######## design 1 ########
==> design_1/pinout.png <==
Pins as bars across the die edge, other pins in gray.
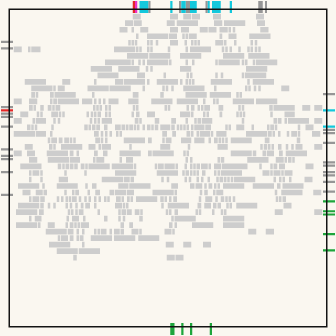

### src/rtl/game_sequencer.sv
// game_sequencer: session controller for the rhythm game.
// Runs a session (IDLE, COUNTDOWN, PLAY, RESULT), divides the clock into game ticks, and prefetches
// timestamped pattern entries into a one-entry buffer. Each entry is issued when game time reaches
// its timestamp.
//
// Ports:
//   clock_i            system clock
//   reset_i            asynchronous active-high reset
//   start_i, abort_i   single-cycle session requests (abort has priority)
//   entry_valid_i      pattern source has an entry
//   entry_data_i       {timestamp[9:0], pattern[7:0]}; timestamp 10'h3FF marks the end
//   entry_ready_o      an entry is accepted this cycle
//   state_o            0 IDLE, 1 COUNTDOWN, 2 PLAY, 3 RESULT
//   game_time_o        current game tick
//   tick_o             one-cycle game-tick pulse
//   countdown_o        remaining countdown ticks
//   pattern_o          last issued pattern, with pattern_strobe_o pulsing on each update
//   late_count_o       entries issued after their timestamp (saturating)
//   done_o             high while in RESULT
module game_sequencer #(
  parameter int unsigned TICK_DIV        = 1000000,
  parameter int unsigned COUNTDOWN_TICKS = 30,
  parameter int unsigned GAME_LEN        = 1000
) (
  input  logic        clock_i,
  input  logic        reset_i,
  input  logic        start_i,
  input  logic        abort_i,
  input  logic        entry_valid_i,
  input  logic [17:0] entry_data_i,
  output logic        entry_ready_o,
  output logic [1:0]  state_o,
  output logic [9:0]  game_time_o,
  output logic        tick_o,
  output logic [4:0]  countdown_o,
  output logic [7:0]  pattern_o,
  output logic        pattern_strobe_o,
  output logic [7:0]  late_count_o,
  output logic        done_o
);

  localparam logic [1:0] StIdle      = 2'd0;
  localparam logic [1:0] StCountdown = 2'd1;
  localparam logic [1:0] StPlay      = 2'd2;
  localparam logic [1:0] StResult    = 2'd3;

  localparam int unsigned     DivW     = $clog2(TICK_DIV);
  localparam logic [DivW-1:0] DivMax   = DivW'(TICK_DIV - 1);
  localparam logic [4:0]      CdLoad   = 5'(COUNTDOWN_TICKS);
  localparam logic [9:0]      LastTick = 10'(GAME_LEN - 1);
  localparam logic [9:0]      EndMark  = 10'h3FF;

  logic [1:0]      state_q, state_d;
  logic [DivW-1:0] div_q, div_d;
  logic [9:0]      game_time_q, game_time_d;
  logic [4:0]      countdown_q, countdown_d;
  logic [7:0]      pattern_q, pattern_d;
  logic            strobe_q, strobe_d;
  logic [7:0]      late_q, late_d;
  logic            done_q, done_d;
  logic            buf_full_q, buf_full_d;
  logic [9:0]      buf_ts_q, buf_ts_d;
  logic [7:0]      buf_pat_q, buf_pat_d;

  logic running;
  logic tick;
  logic ready;

  always_comb begin
    running = (state_q == StCountdown) || (state_q == StPlay);
    tick    = running && (div_q == DivMax);
    ready   = running && !buf_full_q;

    state_d     = state_q;
    div_d       = div_q;
    game_time_d = game_time_q;
    countdown_d = countdown_q;
    pattern_d   = pattern_q;
    strobe_d    = 1'b0;
    late_d      = late_q;
    buf_full_d  = buf_full_q;
    buf_ts_d    = buf_ts_q;
    buf_pat_d   = buf_pat_q;

    // Divider only runs while a session is live; RESULT freezes it.
    if (running) begin
      div_d = tick ? '0 : div_q + DivW'(1);
    end

    // Transfer needs an empty buffer, so it never collides with an issue.
    if (entry_valid_i && ready) begin
      buf_full_d = 1'b1;
      buf_ts_d   = entry_data_i[17:8];
      buf_pat_d  = entry_data_i[7:0];
    end

    unique case (state_q)
      StIdle, StResult: begin
        if (start_i) begin
          state_d     = StCountdown;
          countdown_d = CdLoad;
          game_time_d = '0;
          pattern_d   = '0;
          late_d      = '0;
          div_d       = '0;
          buf_full_d  = 1'b0;
        end
      end
      StCountdown: begin
        if (tick) begin
          countdown_d = countdown_q - 5'd1;
          if (countdown_q == 5'd1) begin
            state_d     = StPlay;
            countdown_d = '0;
            game_time_d = '0;
          end
        end
      end
      StPlay: begin
        if (tick) begin
          if (game_time_q == LastTick) begin
            state_d = StResult;
          end else begin
            game_time_d = game_time_q + 10'd1;
          end
        end
        // The end marker can never satisfy ts <= game_time, so it is consumed on sight.
        if (buf_full_q) begin
          if (buf_ts_q == EndMark) begin
            buf_full_d = 1'b0;
            state_d    = StResult;
          end else if (buf_ts_q <= game_time_q) begin
            pattern_d  = buf_pat_q;
            strobe_d   = 1'b1;
            buf_full_d = 1'b0;
            if ((buf_ts_q < game_time_q) && (late_q != 8'hFF)) begin
              late_d = late_q + 8'd1;
            end
          end
        end
      end
    endcase

    // Abort overrides everything; session results stay visible.
    if (abort_i) begin
      state_d     = StIdle;
      div_d       = '0;
      game_time_d = game_time_q;
      countdown_d = countdown_q;
      pattern_d   = pattern_q;
      strobe_d    = 1'b0;
      late_d      = late_q;
      buf_full_d  = 1'b0;
    end

    done_d = (state_d == StResult);
  end

  always_ff @(posedge clock_i or posedge reset_i) begin
    if (reset_i) begin
      state_q     <= StIdle;
      div_q       <= '0;
      game_time_q <= '0;
      countdown_q <= '0;
      pattern_q   <= '0;
      strobe_q    <= 1'b0;
      late_q      <= '0;
      done_q      <= 1'b0;
      buf_full_q  <= 1'b0;
      buf_ts_q    <= '0;
      buf_pat_q   <= '0;
    end else begin
      state_q     <= state_d;
      div_q       <= div_d;
      game_time_q <= game_time_d;
      countdown_q <= countdown_d;
      pattern_q   <= pattern_d;
      strobe_q    <= strobe_d;
      late_q      <= late_d;
      done_q      <= done_d;
      buf_full_q  <= buf_full_d;
      buf_ts_q    <= buf_ts_d;
      buf_pat_q   <= buf_pat_d;
    end
  end

  assign entry_ready_o    = ready;
  assign state_o          = state_q;
  assign game_time_o      = game_time_q;
  assign tick_o           = tick;
  assign countdown_o      = countdown_q;
  assign pattern_o        = pattern_q;
  assign pattern_strobe_o = strobe_q;
  assign late_count_o     = late_q;
  assign done_o           = done_q;

endmodule

### config.mk
export PLATFORM = sky130hd
export DESIGN_NAME = game_sequencer
export DESIGN_NICKNAME = d
export VERILOG_FILES = /design/src/rtl/game_sequencer.sv
export SDC_FILE = /design/constraint.sdc
export NUM_CORES = 1
export LEC_CHECK = 0
export ABC_AREA = 1
export CORE_UTILIZATION = 25
export DETAILED_ROUTE_END_ITERATION = 6
export PLACE_DENSITY = 0.52
export SLEW_MARGIN = 30
export SYNTH_ARGS = -nofsm -noshare
export SYNTH_HDL_FRONTEND = slang
export SYNTH_SLANG_ARGS = --single-unit
### constraint.sdc
create_clock -name clock_i -period 7.05 [get_ports clock_i]
set_input_delay 1.0575 -clock clock_i [delete_from_list [all_inputs] [get_ports clock_i]]
set_output_delay 1.0575 -clock clock_i [all_outputs]
set_load 0.02 [all_outputs]
######## design 2 ########
$ cat config.mk
export PLATFORM = sky130hd
export DESIGN_NAME = mdu_hilo_iter
export DESIGN_NICKNAME = d
export VERILOG_FILES = /design/src/rtl/mdu_hilo_iter.sv
export SDC_FILE = /design/constraint.sdc
export NUM_CORES = 1
export LEC_CHECK = 0
export CORE_MARGIN = 2
export CORE_UTILIZATION = 35
export CTS_CLUSTER_SIZE = 40
export DETAILED_ROUTE_END_ITERATION = 8
export GPL_TIMING_DRIVEN = 0
export PLACE_DENSITY = 0.52
export SLEW_MARGIN = 10
export SYNTH_ARGS = -nofsm -noshare
export SYNTH_HDL_FRONTEND = slang
export SYNTH_SLANG_ARGS = --single-unit
export TNS_END_PERCENT = 100
$ cat constraint.sdc
create_clock -name clk -period 4.15 [get_ports clk]
set_input_delay 1.245 -clock clk [delete_from_list [all_inputs] [get_ports clk]]
set_output_delay 1.245 -clock clk [all_outputs]
set_load 0.02 [all_outputs]
$ cat src/rtl/mdu_hilo_iter.sv
// Iterative MIPS multiply/divide unit that owns HI/LO and stalls the pipeline while an op runs.
// Define MDU_MULT_EN to build the MULTU/MULT datapath; without it only DIVU/DIV are accepted.
module mdu_hilo_iter #(
   parameter int WIDTH          = 32,
   parameter int BITS_PER_CYCLE = 1
) (
   input  logic             clk,
   input  logic             rst,
   input  logic             start,
   input  logic [1:0]       op,
   input  logic [WIDTH-1:0] rs_val,
   input  logic [WIDTH-1:0] rt_val,
   input  logic             flush,
   input  logic             mthi,
   input  logic             mtlo,
   input  logic [WIDTH-1:0] wdata,
   output logic             busy,
   output logic             stall_req,
   output logic             done,
   output logic             div_zero,
   output logic [WIDTH-1:0] hi,
   output logic [WIDTH-1:0] lo
);

   localparam int N     = WIDTH / BITS_PER_CYCLE;
   localparam int CNT_W = $clog2(N + 1);

   typedef enum logic [1:0] {
      S_IDLE = 2'd0,
      S_RUN  = 2'd1,
      S_FIX  = 2'd2
   } state_t;

   state_t           state_q, state_d;
   logic [CNT_W-1:0] cnt_q, cnt_d;
   logic [WIDTH-1:0] rem_q, rem_d;
   logic [WIDTH-1:0] quo_q, quo_d;
   logic [WIDTH-1:0] opb_q, opb_d;
   logic [WIDTH-1:0] hi_q, hi_d;
   logic [WIDTH-1:0] lo_q, lo_d;
   logic             neg_a_q, neg_a_d;
   logic             neg_b_q, neg_b_d;
   logic             dz_q, dz_d;
   logic             div_zero_q, div_zero_d;
   logic             done_q, done_d;
`ifdef MDU_MULT_EN
   logic             mul_q, mul_d;
`endif

   logic             idle;
   logic             op_ok;
   logic             accept;
   logic             rs_neg, rt_neg;
   logic [WIDTH-1:0] rs_mag, rt_mag;
   logic             neg_res;
   logic [WIDTH-1:0] q_fix, r_fix;
   logic [WIDTH-1:0] rem_s, quo_s;
   logic [WIDTH:0]   trial, diff;
`ifdef MDU_MULT_EN
   logic [WIDTH:0]     sum;
   logic [2*WIDTH-1:0] prod, p_fix;
`endif

   assign idle = (state_q == S_IDLE);

`ifdef MDU_MULT_EN
   assign op_ok = 1'b1;
`else
   assign op_ok = ~op[1];
`endif

   assign accept = idle & start & op_ok & ~flush;

   assign rs_neg = op[0] & rs_val[WIDTH-1];
   assign rt_neg = op[0] & rt_val[WIDTH-1];
   assign rs_mag = rs_neg ? (~rs_val + WIDTH'(1)) : rs_val;
   assign rt_mag = rt_neg ? (~rt_val + WIDTH'(1)) : rt_val;

   // One RUN cycle: BITS_PER_CYCLE restoring-divide or shift-add steps on {rem, quo}
   always_comb begin
      rem_s = rem_q;
      quo_s = quo_q;
      trial = '0;
      diff  = '0;
`ifdef MDU_MULT_EN
      sum   = '0;
`endif
      for (int i = 0; i < BITS_PER_CYCLE; i++) begin
`ifdef MDU_MULT_EN
         if (mul_q) begin
            sum   = {1'b0, rem_s} + (quo_s[0] ? {1'b0, opb_q} : {(WIDTH+1){1'b0}});
            rem_s = sum[WIDTH:1];
            quo_s = {sum[0], quo_s[WIDTH-1:1]};
         end else begin
`endif
            trial = {rem_s, quo_s[WIDTH-1]};
            diff  = trial - {1'b0, opb_q};
            rem_s = diff[WIDTH] ? trial[WIDTH-1:0] : diff[WIDTH-1:0];
            quo_s = {quo_s[WIDTH-2:0], ~diff[WIDTH]};
`ifdef MDU_MULT_EN
         end
`endif
      end
   end

   assign neg_res = neg_a_q ^ neg_b_q;
   assign q_fix   = neg_res ? (~quo_q + WIDTH'(1)) : quo_q;
   assign r_fix   = neg_a_q ? (~rem_q + WIDTH'(1)) : rem_q;
`ifdef MDU_MULT_EN
   assign prod    = {rem_q, quo_q};
   assign p_fix   = neg_res ? (~prod + (2*WIDTH)'(1)) : prod;
`endif

   always_comb begin
      state_d    = state_q;
      cnt_d      = cnt_q;
      rem_d      = rem_q;
      quo_d      = quo_q;
      opb_d      = opb_q;
      hi_d       = hi_q;
      lo_d       = lo_q;
      neg_a_d    = neg_a_q;
      neg_b_d    = neg_b_q;
      dz_d       = dz_q;
      div_zero_d = div_zero_q;
      done_d     = 1'b0;
`ifdef MDU_MULT_EN
      mul_d      = mul_q;
`endif
      case (state_q)
         S_IDLE: begin
            if (mthi) hi_d = wdata;
            if (mtlo) lo_d = wdata;
            if (accept) begin
               div_zero_d = 1'b0;
               neg_a_d    = rs_neg;
               neg_b_d    = rt_neg;
               cnt_d      = '0;
               rem_d      = '0;
               dz_d       = 1'b0;
               state_d    = S_RUN;
`ifdef MDU_MULT_EN
               mul_d      = op[1];
`endif
               if (op[1]) begin
                  opb_d = rs_mag;
                  quo_d = rt_mag;
               end else if (rt_val == '0) begin
                  // Divide by zero: preload the architectural result and skip RUN
                  rem_d   = rs_val;
                  quo_d   = '1;
                  dz_d    = 1'b1;
                  state_d = S_FIX;
               end else begin
                  opb_d = rt_mag;
                  quo_d = rs_mag;
               end
            end
         end
         S_RUN: begin
            if (flush) begin
               state_d = S_IDLE;
            end else begin
               rem_d = rem_s;
               quo_d = quo_s;
               cnt_d = cnt_q + CNT_W'(1);
               if (cnt_q == CNT_W'(N - 1)) state_d = S_FIX;
            end
         end
         S_FIX: begin
            state_d = S_IDLE;
            if (!flush) begin
               done_d = 1'b1;
               if (dz_q) begin
                  hi_d       = rem_q;
                  lo_d       = quo_q;
                  div_zero_d = 1'b1;
`ifdef MDU_MULT_EN
               end else if (mul_q) begin
                  hi_d = p_fix[2*WIDTH-1:WIDTH];
                  lo_d = p_fix[WIDTH-1:0];
`endif
               end else begin
                  hi_d = r_fix;
                  lo_d = q_fix;
               end
            end
         end
         default: state_d = S_IDLE;
      endcase
   end

   always_ff @(posedge clk) begin
      if (rst) begin
         state_q    <= S_IDLE;
         cnt_q      <= '0;
         rem_q      <= '0;
         quo_q      <= '0;
         opb_q      <= '0;
         hi_q       <= '0;
         lo_q       <= '0;
         neg_a_q    <= 1'b0;
         neg_b_q    <= 1'b0;
         dz_q       <= 1'b0;
         div_zero_q <= 1'b0;
         done_q     <= 1'b0;
`ifdef MDU_MULT_EN
         mul_q      <= 1'b0;
`endif
      end else begin
         state_q    <= state_d;
         cnt_q      <= cnt_d;
         rem_q      <= rem_d;
         quo_q      <= quo_d;
         opb_q      <= opb_d;
         hi_q       <= hi_d;
         lo_q       <= lo_d;
         neg_a_q    <= neg_a_d;
         neg_b_q    <= neg_b_d;
         dz_q       <= dz_d;
         div_zero_q <= div_zero_d;
         done_q     <= done_d;
`ifdef MDU_MULT_EN
         mul_q      <= mul_d;
`endif
      end
   end

   assign busy      = ~idle;
   assign stall_req = busy | (start & idle & op_ok);
   assign done      = done_q;
   assign div_zero  = div_zero_q;
   assign hi        = hi_q;
   assign lo        = lo_q;

endmodule

######## design 3 ########
==> config.mk <==
export PLATFORM = sky130hd
export DESIGN_NAME = imem_loader_flat
export DESIGN_NICKNAME = d
export VERILOG_FILES = /design/src/rtl/imem_loader_if.sv /design/src/rtl/imem_loader.sv /design/src/flat_wrapper.sv
export SDC_FILE = /design/constraint.sdc
export NUM_CORES = 1
export LEC_CHECK = 0
export CORE_ASPECT_RATIO = 0.7
export CORE_MARGIN = 2
export CORE_UTILIZATION = 44
export DETAILED_ROUTE_END_ITERATION = 7
export HOLD_SLACK_MARGIN = 0.06
export MAX_ROUTING_LAYER = met4
export PLACE_DENSITY = 0.63
export SLEW_MARGIN = 20
export SYNTH_ARGS = -nofsm -noshare
export SYNTH_HDL_FRONTEND = slang
export SYNTH_SLANG_ARGS = --single-unit
==> constraint.sdc <==
create_clock -name clk -period 3.7 [get_ports clk]
set_input_delay 1.11 -clock clk [delete_from_list [all_inputs] [get_ports clk]]
set_output_delay 1.11 -clock clk [all_outputs]
set_load 0.05 [all_outputs]
==> src/rtl/imem_loader_if.sv <==
// Host byte stream and instruction-memory write port seen by imem_loader.
// The master modport is the loader side; slave is the host/memory side.
interface imem_loader_if #(
    parameter int ADDR_WIDTH = 8
);
    logic                  in_valid;
    logic [7:0]            in_data;
    logic                  in_ready;
    logic                  mem_we;
    logic [ADDR_WIDTH-1:0] mem_addr;
    logic [31:0]           mem_wdata;
    logic                  mem_ready;

    modport master (
        input  in_valid, in_data, mem_ready,
        output in_ready, mem_we, mem_addr, mem_wdata
    );

    modport slave (
        output in_valid, in_data, mem_ready,
        input  in_ready, mem_we, mem_addr, mem_wdata
    );
endinterface

==> src/rtl/imem_loader.sv <==
// Byte-stream program loader: parses A5/LEN/payload/XOR frames, writes 32-bit
// words into instruction memory and releases the CPU only after a verified image.
module imem_loader #(
    parameter int ADDR_WIDTH = 8
) (
    input  logic                clk,
    input  logic                rst,
    imem_loader_if.master       bus,
    output logic                cpu_rst,
    output logic                done,
    output logic                error,
    output logic [15:0]         words_loaded
);

    typedef enum logic [2:0] {
        IDLE, LEN_LO, LEN_HI, DATA, CHECK, DONE, ERROR
    } state_t;

    typedef struct packed {
        logic                  we;
        logic [ADDR_WIDTH-1:0] addr;
        logic [31:0]           wdata;
    } mem_req_t;

    localparam logic [7:0]  SYNC = 8'hA5;
    localparam logic [63:0] CAP  = 64'd1 << ADDR_WIDTH;

    state_t   state, state_d;
    mem_req_t req;
    logic [7:0]  len_lo;
    logic [15:0] len;
    logic [7:0]  csum;
    logic [1:0]  byte_idx;
    logic [23:0] word_buf;
    logic        accept, wr_done, last_word, is_sync;
    logic [15:0] len_n;
    logic        cpu_rst_d, done_d, error_d;

    assign accept    = bus.in_valid && bus.in_ready;
    assign wr_done   = req.we && bus.mem_ready;
    assign last_word = (words_loaded + 16'd1) == len;
    assign is_sync   = bus.in_data == SYNC;
    assign len_n     = {bus.in_data, len_lo};

    always_ff @(posedge clk) begin
        if (!rst) state <= IDLE;
        else      state <= state_d;
    end

    always_comb begin
        state_d = state;
        case (state)
            IDLE, DONE, ERROR: if (accept && is_sync) state_d = LEN_LO;
            LEN_LO:            if (accept) state_d = LEN_HI;
            LEN_HI: begin
                if (accept) begin
                    if (64'(len_n) > CAP)   state_d = ERROR;
                    else if (len_n == '0)   state_d = CHECK;
                    else                    state_d = DATA;
                end
            end
            DATA:              if (wr_done && last_word) state_d = CHECK;
            CHECK:             if (accept) state_d = (bus.in_data == csum) ? DONE : ERROR;
            default:           state_d = IDLE;
        endcase
    end

    // Bytes are refused only while a write is pending, so nothing is dropped.
    always_comb begin
        bus.in_ready  = !req.we;
        bus.mem_we    = req.we;
        bus.mem_addr  = req.addr;
        bus.mem_wdata = req.wdata;
        cpu_rst_d     = state_d != DONE;
        done_d        = state_d == DONE;
        error_d       = state_d == ERROR;
    end

    always_ff @(posedge clk) begin
        if (!rst) begin
            cpu_rst <= 1'b1;
            done    <= 1'b0;
            error   <= 1'b0;
        end else begin
            cpu_rst <= cpu_rst_d;
            done    <= done_d;
            error   <= error_d;
        end
    end

    // The word address is the count of completed writes: bytes stall while a
    // write is pending, so the two can never drift apart.
    always_ff @(posedge clk) begin
        if (!rst) begin
            req          <= '0;
            len_lo       <= '0;
            len          <= '0;
            csum         <= '0;
            byte_idx     <= '0;
            word_buf     <= '0;
            words_loaded <= '0;
        end else begin
            if (wr_done) begin
                req.we       <= 1'b0;
                words_loaded <= words_loaded + 16'd1;
            end
            if (accept) begin
                case (state)
                    IDLE, DONE, ERROR: begin
                        if (is_sync) begin
                            csum         <= '0;
                            words_loaded <= '0;
                            byte_idx     <= '0;
                            word_buf     <= '0;
                        end
                    end
                    LEN_LO: len_lo <= bus.in_data;
                    LEN_HI: len    <= len_n;
                    DATA: begin
                        csum     <= csum ^ bus.in_data;
                        byte_idx <= byte_idx + 2'd1;
                        word_buf <= {bus.in_data, word_buf[23:8]};
                        if (byte_idx == 2'd3) begin
                            req.we    <= 1'b1;
                            req.addr  <= ADDR_WIDTH'(words_loaded);
                            req.wdata <= {bus.in_data, word_buf};
                        end
                    end
                    default: ;
                endcase
            end
        end
    end

endmodule

==> src/flat_wrapper.sv <==
// flat-port wrapper written by rule: the top's interface ports become plain ports
module imem_loader_flat 
#(
    parameter int ADDR_WIDTH = 8
)
  (clk, rst, cpu_rst, done, error, words_loaded, bus_in_valid, bus_in_data, bus_mem_ready, bus_in_ready, bus_mem_we, bus_mem_addr, bus_mem_wdata);
  imem_loader_if #(.ADDR_WIDTH(ADDR_WIDTH)) bus_i ();
  input  logic clk;
  input  logic rst;
  output logic cpu_rst;
  output logic done;
  output logic error;
  output logic [15:0] words_loaded;
  input wire logic [$bits(bus_i.in_valid)-1:0] bus_in_valid;
  input wire logic [$bits(bus_i.in_data)-1:0] bus_in_data;
  input wire logic [$bits(bus_i.mem_ready)-1:0] bus_mem_ready;
  output wire logic [$bits(bus_i.in_ready)-1:0] bus_in_ready;
  output wire logic [$bits(bus_i.mem_we)-1:0] bus_mem_we;
  output wire logic [$bits(bus_i.mem_addr)-1:0] bus_mem_addr;
  output wire logic [$bits(bus_i.mem_wdata)-1:0] bus_mem_wdata;
  assign bus_i.in_valid = bus_in_valid;
  assign bus_i.in_data = bus_in_data;
  assign bus_i.mem_ready = bus_mem_ready;
  assign bus_in_ready = bus_i.in_ready;
  assign bus_mem_we = bus_i.mem_we;
  assign bus_mem_addr = bus_i.mem_addr;
  assign bus_mem_wdata = bus_i.mem_wdata;
  imem_loader #(.ADDR_WIDTH(ADDR_WIDTH)) u_core (.clk(clk), .rst(rst), .bus(bus_i), .cpu_rst(cpu_rst), .done(done), .error(error), .words_loaded(words_loaded));
endmodule
######## design 4 ########
==> src/rtl/seg7_scan_display.sv <==
// Eight-digit multiplexed seven-segment driver for the CPU's syscall value or fetch PC.
// The source is snapshotted once per scan frame, so a single frame never mixes old and new digits.
module seg7_scan_display #(
    parameter int CLK_DIV    = 100000,
    parameter int NUM_DIGITS = 8
) (
    input  logic        clk,
    input  logic        rst,
    input  logic [31:0] display_syscall,
    input  logic [14:0] display_pc,
    input  logic        mode,
    input  logic        blank_lz,
    output logic [7:0]  an,
    output logic [6:0]  seg,
    output logic        dp,
    output logic        frame_done
);

    localparam int PW = (CLK_DIV > 1) ? $clog2(CLK_DIV) : 1;
    localparam logic [PW-1:0] PRESCALE_LAST = PW'(CLK_DIV - 1);
    localparam logic [2:0] LAST_DIGIT = 3'(NUM_DIGITS - 1);

    logic [PW-1:0] prescaler;
    logic [2:0]    digit_idx;
    logic [31:0]   shadow;
    logic          shadow_mode;
    logic          tick;
    logic          frame_load;
    logic [31:0]   src;
    logic [4:0]    shift_amt;
    logic [31:0]   upper;
    logic [3:0]    nibble;
    logic          blanked;
    logic [6:0]    seg_next;

    assign tick       = (prescaler == PRESCALE_LAST);
    assign frame_load = tick && (digit_idx == LAST_DIGIT);
    assign src        = mode ? {17'b0, display_pc} : display_syscall;

    // Scan timing plus the per-frame snapshot of the value and the mode it came from.
    always_ff @(posedge clk or posedge rst) begin
        if (rst) begin
            prescaler   <= '0;
            digit_idx   <= '0;
            shadow      <= '0;
            shadow_mode <= 1'b0;
        end else begin
            prescaler <= tick ? '0 : prescaler + 1'b1;
            if (tick) begin
                digit_idx <= digit_idx + 3'd1;
            end
            if (frame_load) begin
                shadow      <= src;
                shadow_mode <= mode;
            end
        end
    end

    // A digit is a leading zero when it and every more significant nibble are zero.
    always_comb begin
        shift_amt = {digit_idx, 2'b00};
        upper     = shadow >> shift_amt;
        nibble    = upper[3:0];
        blanked   = blank_lz && (digit_idx != 3'd0) && (upper == 32'd0);
        seg_next  = 7'h7F;
        if (!blanked) begin
            case (nibble)
                4'h0: seg_next = 7'h40;
                4'h1: seg_next = 7'h79;
                4'h2: seg_next = 7'h24;
                4'h3: seg_next = 7'h30;
                4'h4: seg_next = 7'h19;
                4'h5: seg_next = 7'h12;
                4'h6: seg_next = 7'h02;
                4'h7: seg_next = 7'h78;
                4'h8: seg_next = 7'h00;
                4'h9: seg_next = 7'h10;
                4'hA: seg_next = 7'h08;
                4'hB: seg_next = 7'h03;
                4'hC: seg_next = 7'h46;
                4'hD: seg_next = 7'h21;
                4'hE: seg_next = 7'h06;
                default: seg_next = 7'h0E;
            endcase
        end
    end

    // Registered outputs; the decimal point on digit 0 flags a PC snapshot.
    always_ff @(posedge clk or posedge rst) begin
        if (rst) begin
            an         <= 8'hFF;
            seg        <= 7'h7F;
            dp         <= 1'b1;
            frame_done <= 1'b0;
        end else begin
            an         <= ~(8'd1 << digit_idx);
            seg        <= seg_next;
            dp         <= ~((digit_idx == 3'd0) && shadow_mode);
            frame_done <= frame_load;
        end
    end

endmodule
==> config.mk <==
export PLATFORM = sky130hd
export DESIGN_NAME = seg7_scan_display
export DESIGN_NICKNAME = d
export VERILOG_FILES = /design/src/rtl/seg7_scan_display.sv
export SDC_FILE = /design/constraint.sdc
export NUM_CORES = 1
export LEC_CHECK = 0
export CAP_MARGIN = 5
export CORE_ASPECT_RATIO = 0.7
export CORE_UTILIZATION = 25
export CTS_CLUSTER_SIZE = 30
export DETAILED_ROUTE_END_ITERATION = 8
export SYNTH_ARGS = -nofsm -noshare
export SYNTH_HDL_FRONTEND = slang
export SYNTH_SLANG_ARGS = --single-unit
==> constraint.sdc <==
create_clock -name clk -period 3 [get_ports clk]
set_clock_uncertainty 0.15 [all_clocks]
set_input_delay 0.3 -clock clk [delete_from_list [all_inputs] [get_ports clk]]
set_output_delay 0.3 -clock clk [all_outputs]
set_load 0.05 [all_outputs]

## Gallery

The clock network.
image #1
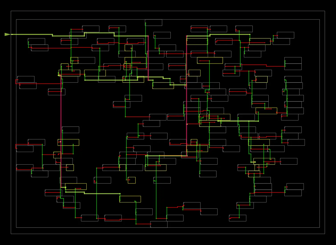
image #2
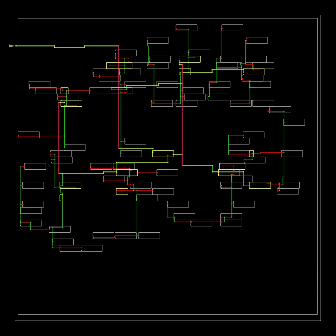
image #3
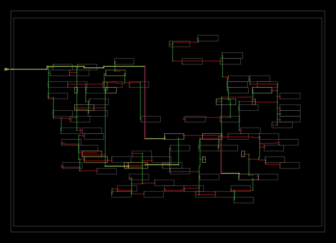
image #4
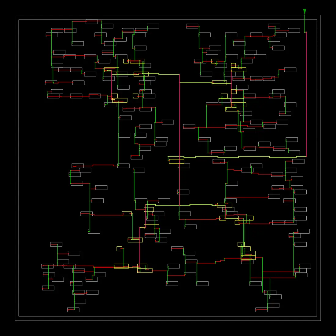
Image #3 comes from design 4.
Image #2 comes from design 1.
Image #1 comes from design 3.
Image #4 comes from design 2.
Of these, most sequential cells: image #4

==> design_2/layers.png <==
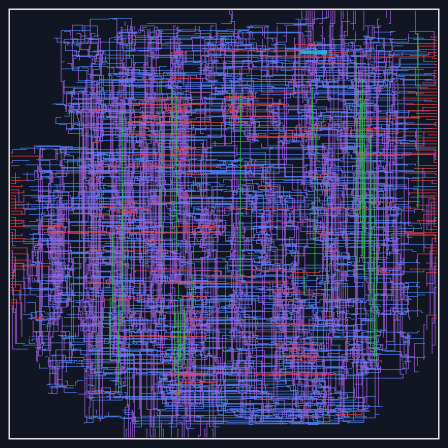
- M2: purple (wire length 24.5 mm)
- M1: blue (wire length 25.2 mm)
- M3: red (wire length 3590 um)
- M4: green (wire length 2050 um)
- M5: cyan (wire length 10.1 um)

==> run summary, design 2 <==
run results: Flop+latch power 0.00182 W, CTS buffer count 17, number of distinct library cells after synthesis 75, Worst IR Drop VDD 0.297 mV, # Cells Yosys 1623, status finished clean, Top Layout Cells nor2_1 (224), a21oi_1 (186), dfxtp_1 (173), DRT antenna net count 0, RSZ-0062 raised after global routing true, Hold Slack 0.459 ns, Yosys Chip Area 12200 sq um, Resize count post-CTS 5, top post-synthesis cells by count nor2_1 (224), a21oi_1 (186), dfxtp_1 (173), largest net degree at the start of global routing 20, DRC violations left 0, Max H-tree Level 4, Max Used Layer met5, met3 wire length 3590 um
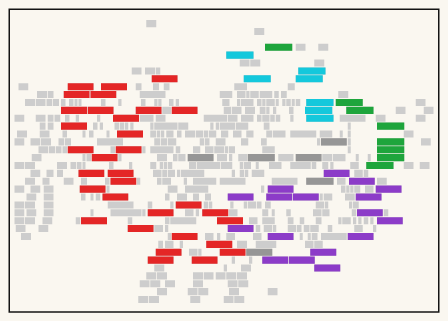
(design_4/ff_map.png)
Other sequential cells in the stronger gray, the rest of the logic in the fainter gray.
- an: green (flops 8; where east)
- seg: cyan (flops 7)
- prescaler: purple (flops 17)
- shadow: red (flops 32)
- not colored: 6

==> run summary, design 4 <==
run results: chip area 15400 sq um, Cell Area, Synth 3710 sq um, critical path type register to register, CTS root buf clkbuf_16, clk buf depth 2, Overall Power 0.00212 W, Worst IR Drop VDD 0.258 mV, Final min period 2.74 ns, Flops 70, Buffers on Ports 67, Routed WL 8680 um, status finished clean, routed length per instance 13.9 um, Resize count post-CTS 0, Setup crit start kind register
==> design_1/gates.png <==
Bar = 50 um.
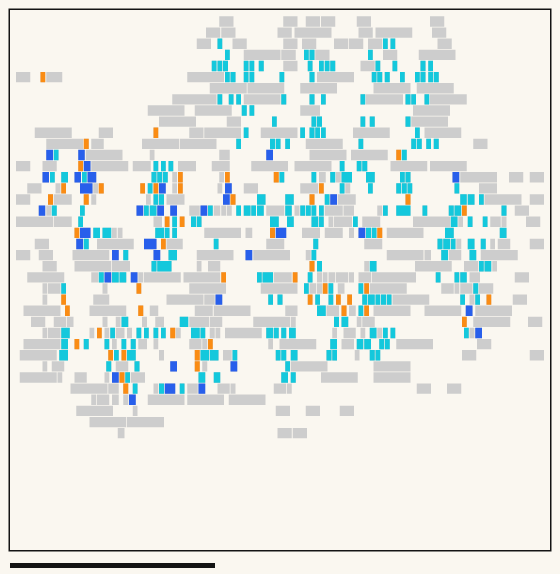
- aoi and oai cells: blue (cells 37)
- nand cells: cyan (cells 245)
- inv cells: orange (cells 52)

About design_1/pinout.png:
- game_time_o: green (pins 10; direction output; edge 5 south, 5 east)
- entry_data_i: cyan (pins 18; direction input; edge 16 north, 2 east)
- done_o: magenta (pins 1; direction output; edge north)
- state_o: red (pins 2; direction output; edge 1 west, 1 north)

==> run summary, design 1 <==
run results: Combinational Power 0.000588 W, count of final max-slew check failures 0, Cell area leaders dfrtp_1 (44%), nand2_1 (17%), nor2_1 (6.1%), ha_1 (5.3%), nand3_1 (4.3%), status finished clean, layout cells sized above 1 5.76%, vias in the first global route 3628, Clock Pin Slew Worst Setup and Hold Paths 0.06 ns, critical path depth in cells 4, final worst slack 3.75 ns, Die Wd 132 um, Critical Path End entry_ready_o, Yosys Chip Area 4230 sq um, fin util 32.6%, critical path type register to output port, Hold Slack 0.462 ns, CP arrival 2.24 ns, P per Cell Area 311 nW/um^2, vias 3737, top power group combinational logic, Sequential Area 1850 sq um, cell type with the largest total area dfrtp_1, Seq share, synth 43.8%, Max Used Layer met4, CTS buffer count 9, Comb/total area 39.4%, DP HPWL 7810 um
==> design_3/gates.png <==
Bar = 50 um.
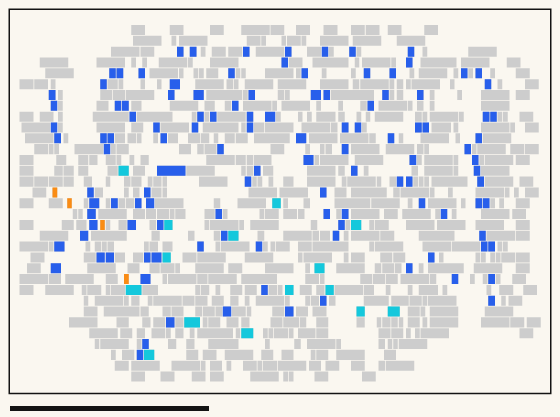
- and/or cells: cyan (cells 15)
- inv cells: orange (cells 4; where west)
- aoi and oai cells: blue (cells 117)

==> run summary, design 3 <==
run results: status finished clean, final setup fails 0, Cell area leaders dfxtp_1 (45%), nand2_1 (8.9%), a21oi_1 (7.7%), nor2_1 (4.6%), xnor2_1 (3.9%), Commonest Layout Cell nand2_1, placed cell areas 6240 sq um, total track usage 23.1%, CTS root buf clkbuf_16, crit-path leading delay family simple AND/OR/NAND/NOR gates, Gate power share 2.5%, most frequent cell after synthesis nand2_1, chip area 13000 sq um, worst slew pin tran 0.625 ns, CTS tree yes, Clock Pin Slew Worst Setup and Hold Paths 0.06 ns, Worst-Skew Late Latency 0.41 ns, ant diodes 0, layout cells sized above 1 8.46%, grt met1 use 30.7%, clk cell area share 8.58%, cells after synthesis 658, vias 4870, NetSw 0.000668 W, worst hold path class register to register, initial antenna violation count 0, Buffers on Ports 72, layout net count 734, critical path depth in cells 8, cell type with the largest total area dfxtp_1, Routed WL 13800 um, slowest CP cell or4_1, clk buf depth 2, clock network power consumption 0.00160 W, r2r worst-path depth 7, DRT iter0 DRCs 403, critical path type primary input to register, # Cells Yosys 658, CP max FO 34, top cell category combinational gates, worst r2r dst u_core.cpu_rst, Max Used Layer met4, Ports 73, asr flop ratio synth 0%, hold path depth 2, Post-synth regs 121, DRT antenna net count 0, Tapcells 157, number of flip-flops in the largest register 32, # clk buffers 20, Seq share, synth 45.4%


==> gallery <==
Signal wires by layer.
panel A
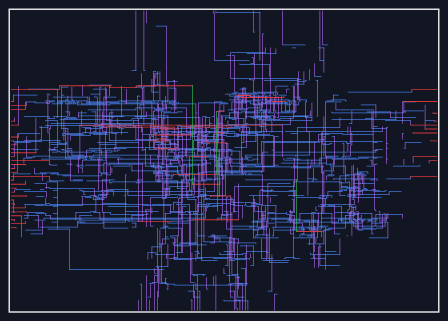
panel B
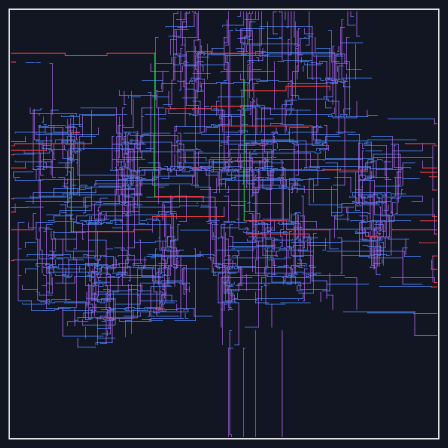
panel C
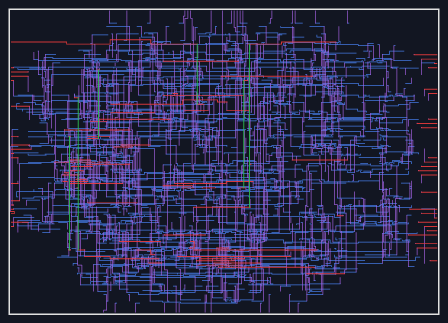
Panel C comes from design 3.
Panel B comes from design 1.
Panel A comes from design 4.
Of these, most wire: panel C

Key to panel A:
- M2: purple (wire length 3620 um)
- M3: red (wire length 489 um)
- M4: green (wire length 89.1 um)
- M1: blue (wire length 4470 um)


==> notes/layouts.md <==
Pictures saved along the way, in no particular order.

Pin placement.
Pins as bars across the die edge, other pins in gray.
picture 1
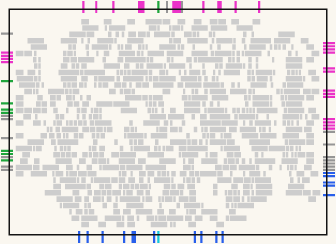
picture 2
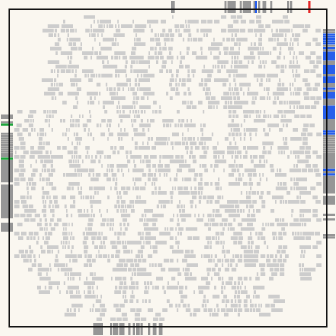
picture 3
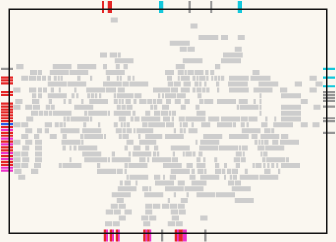
- most pins: picture 2
Picture 2 is design 2.
Picture 1 is design 3.
Picture 3 is design 4.

Power is estimated from default activity; no workload was simulated.
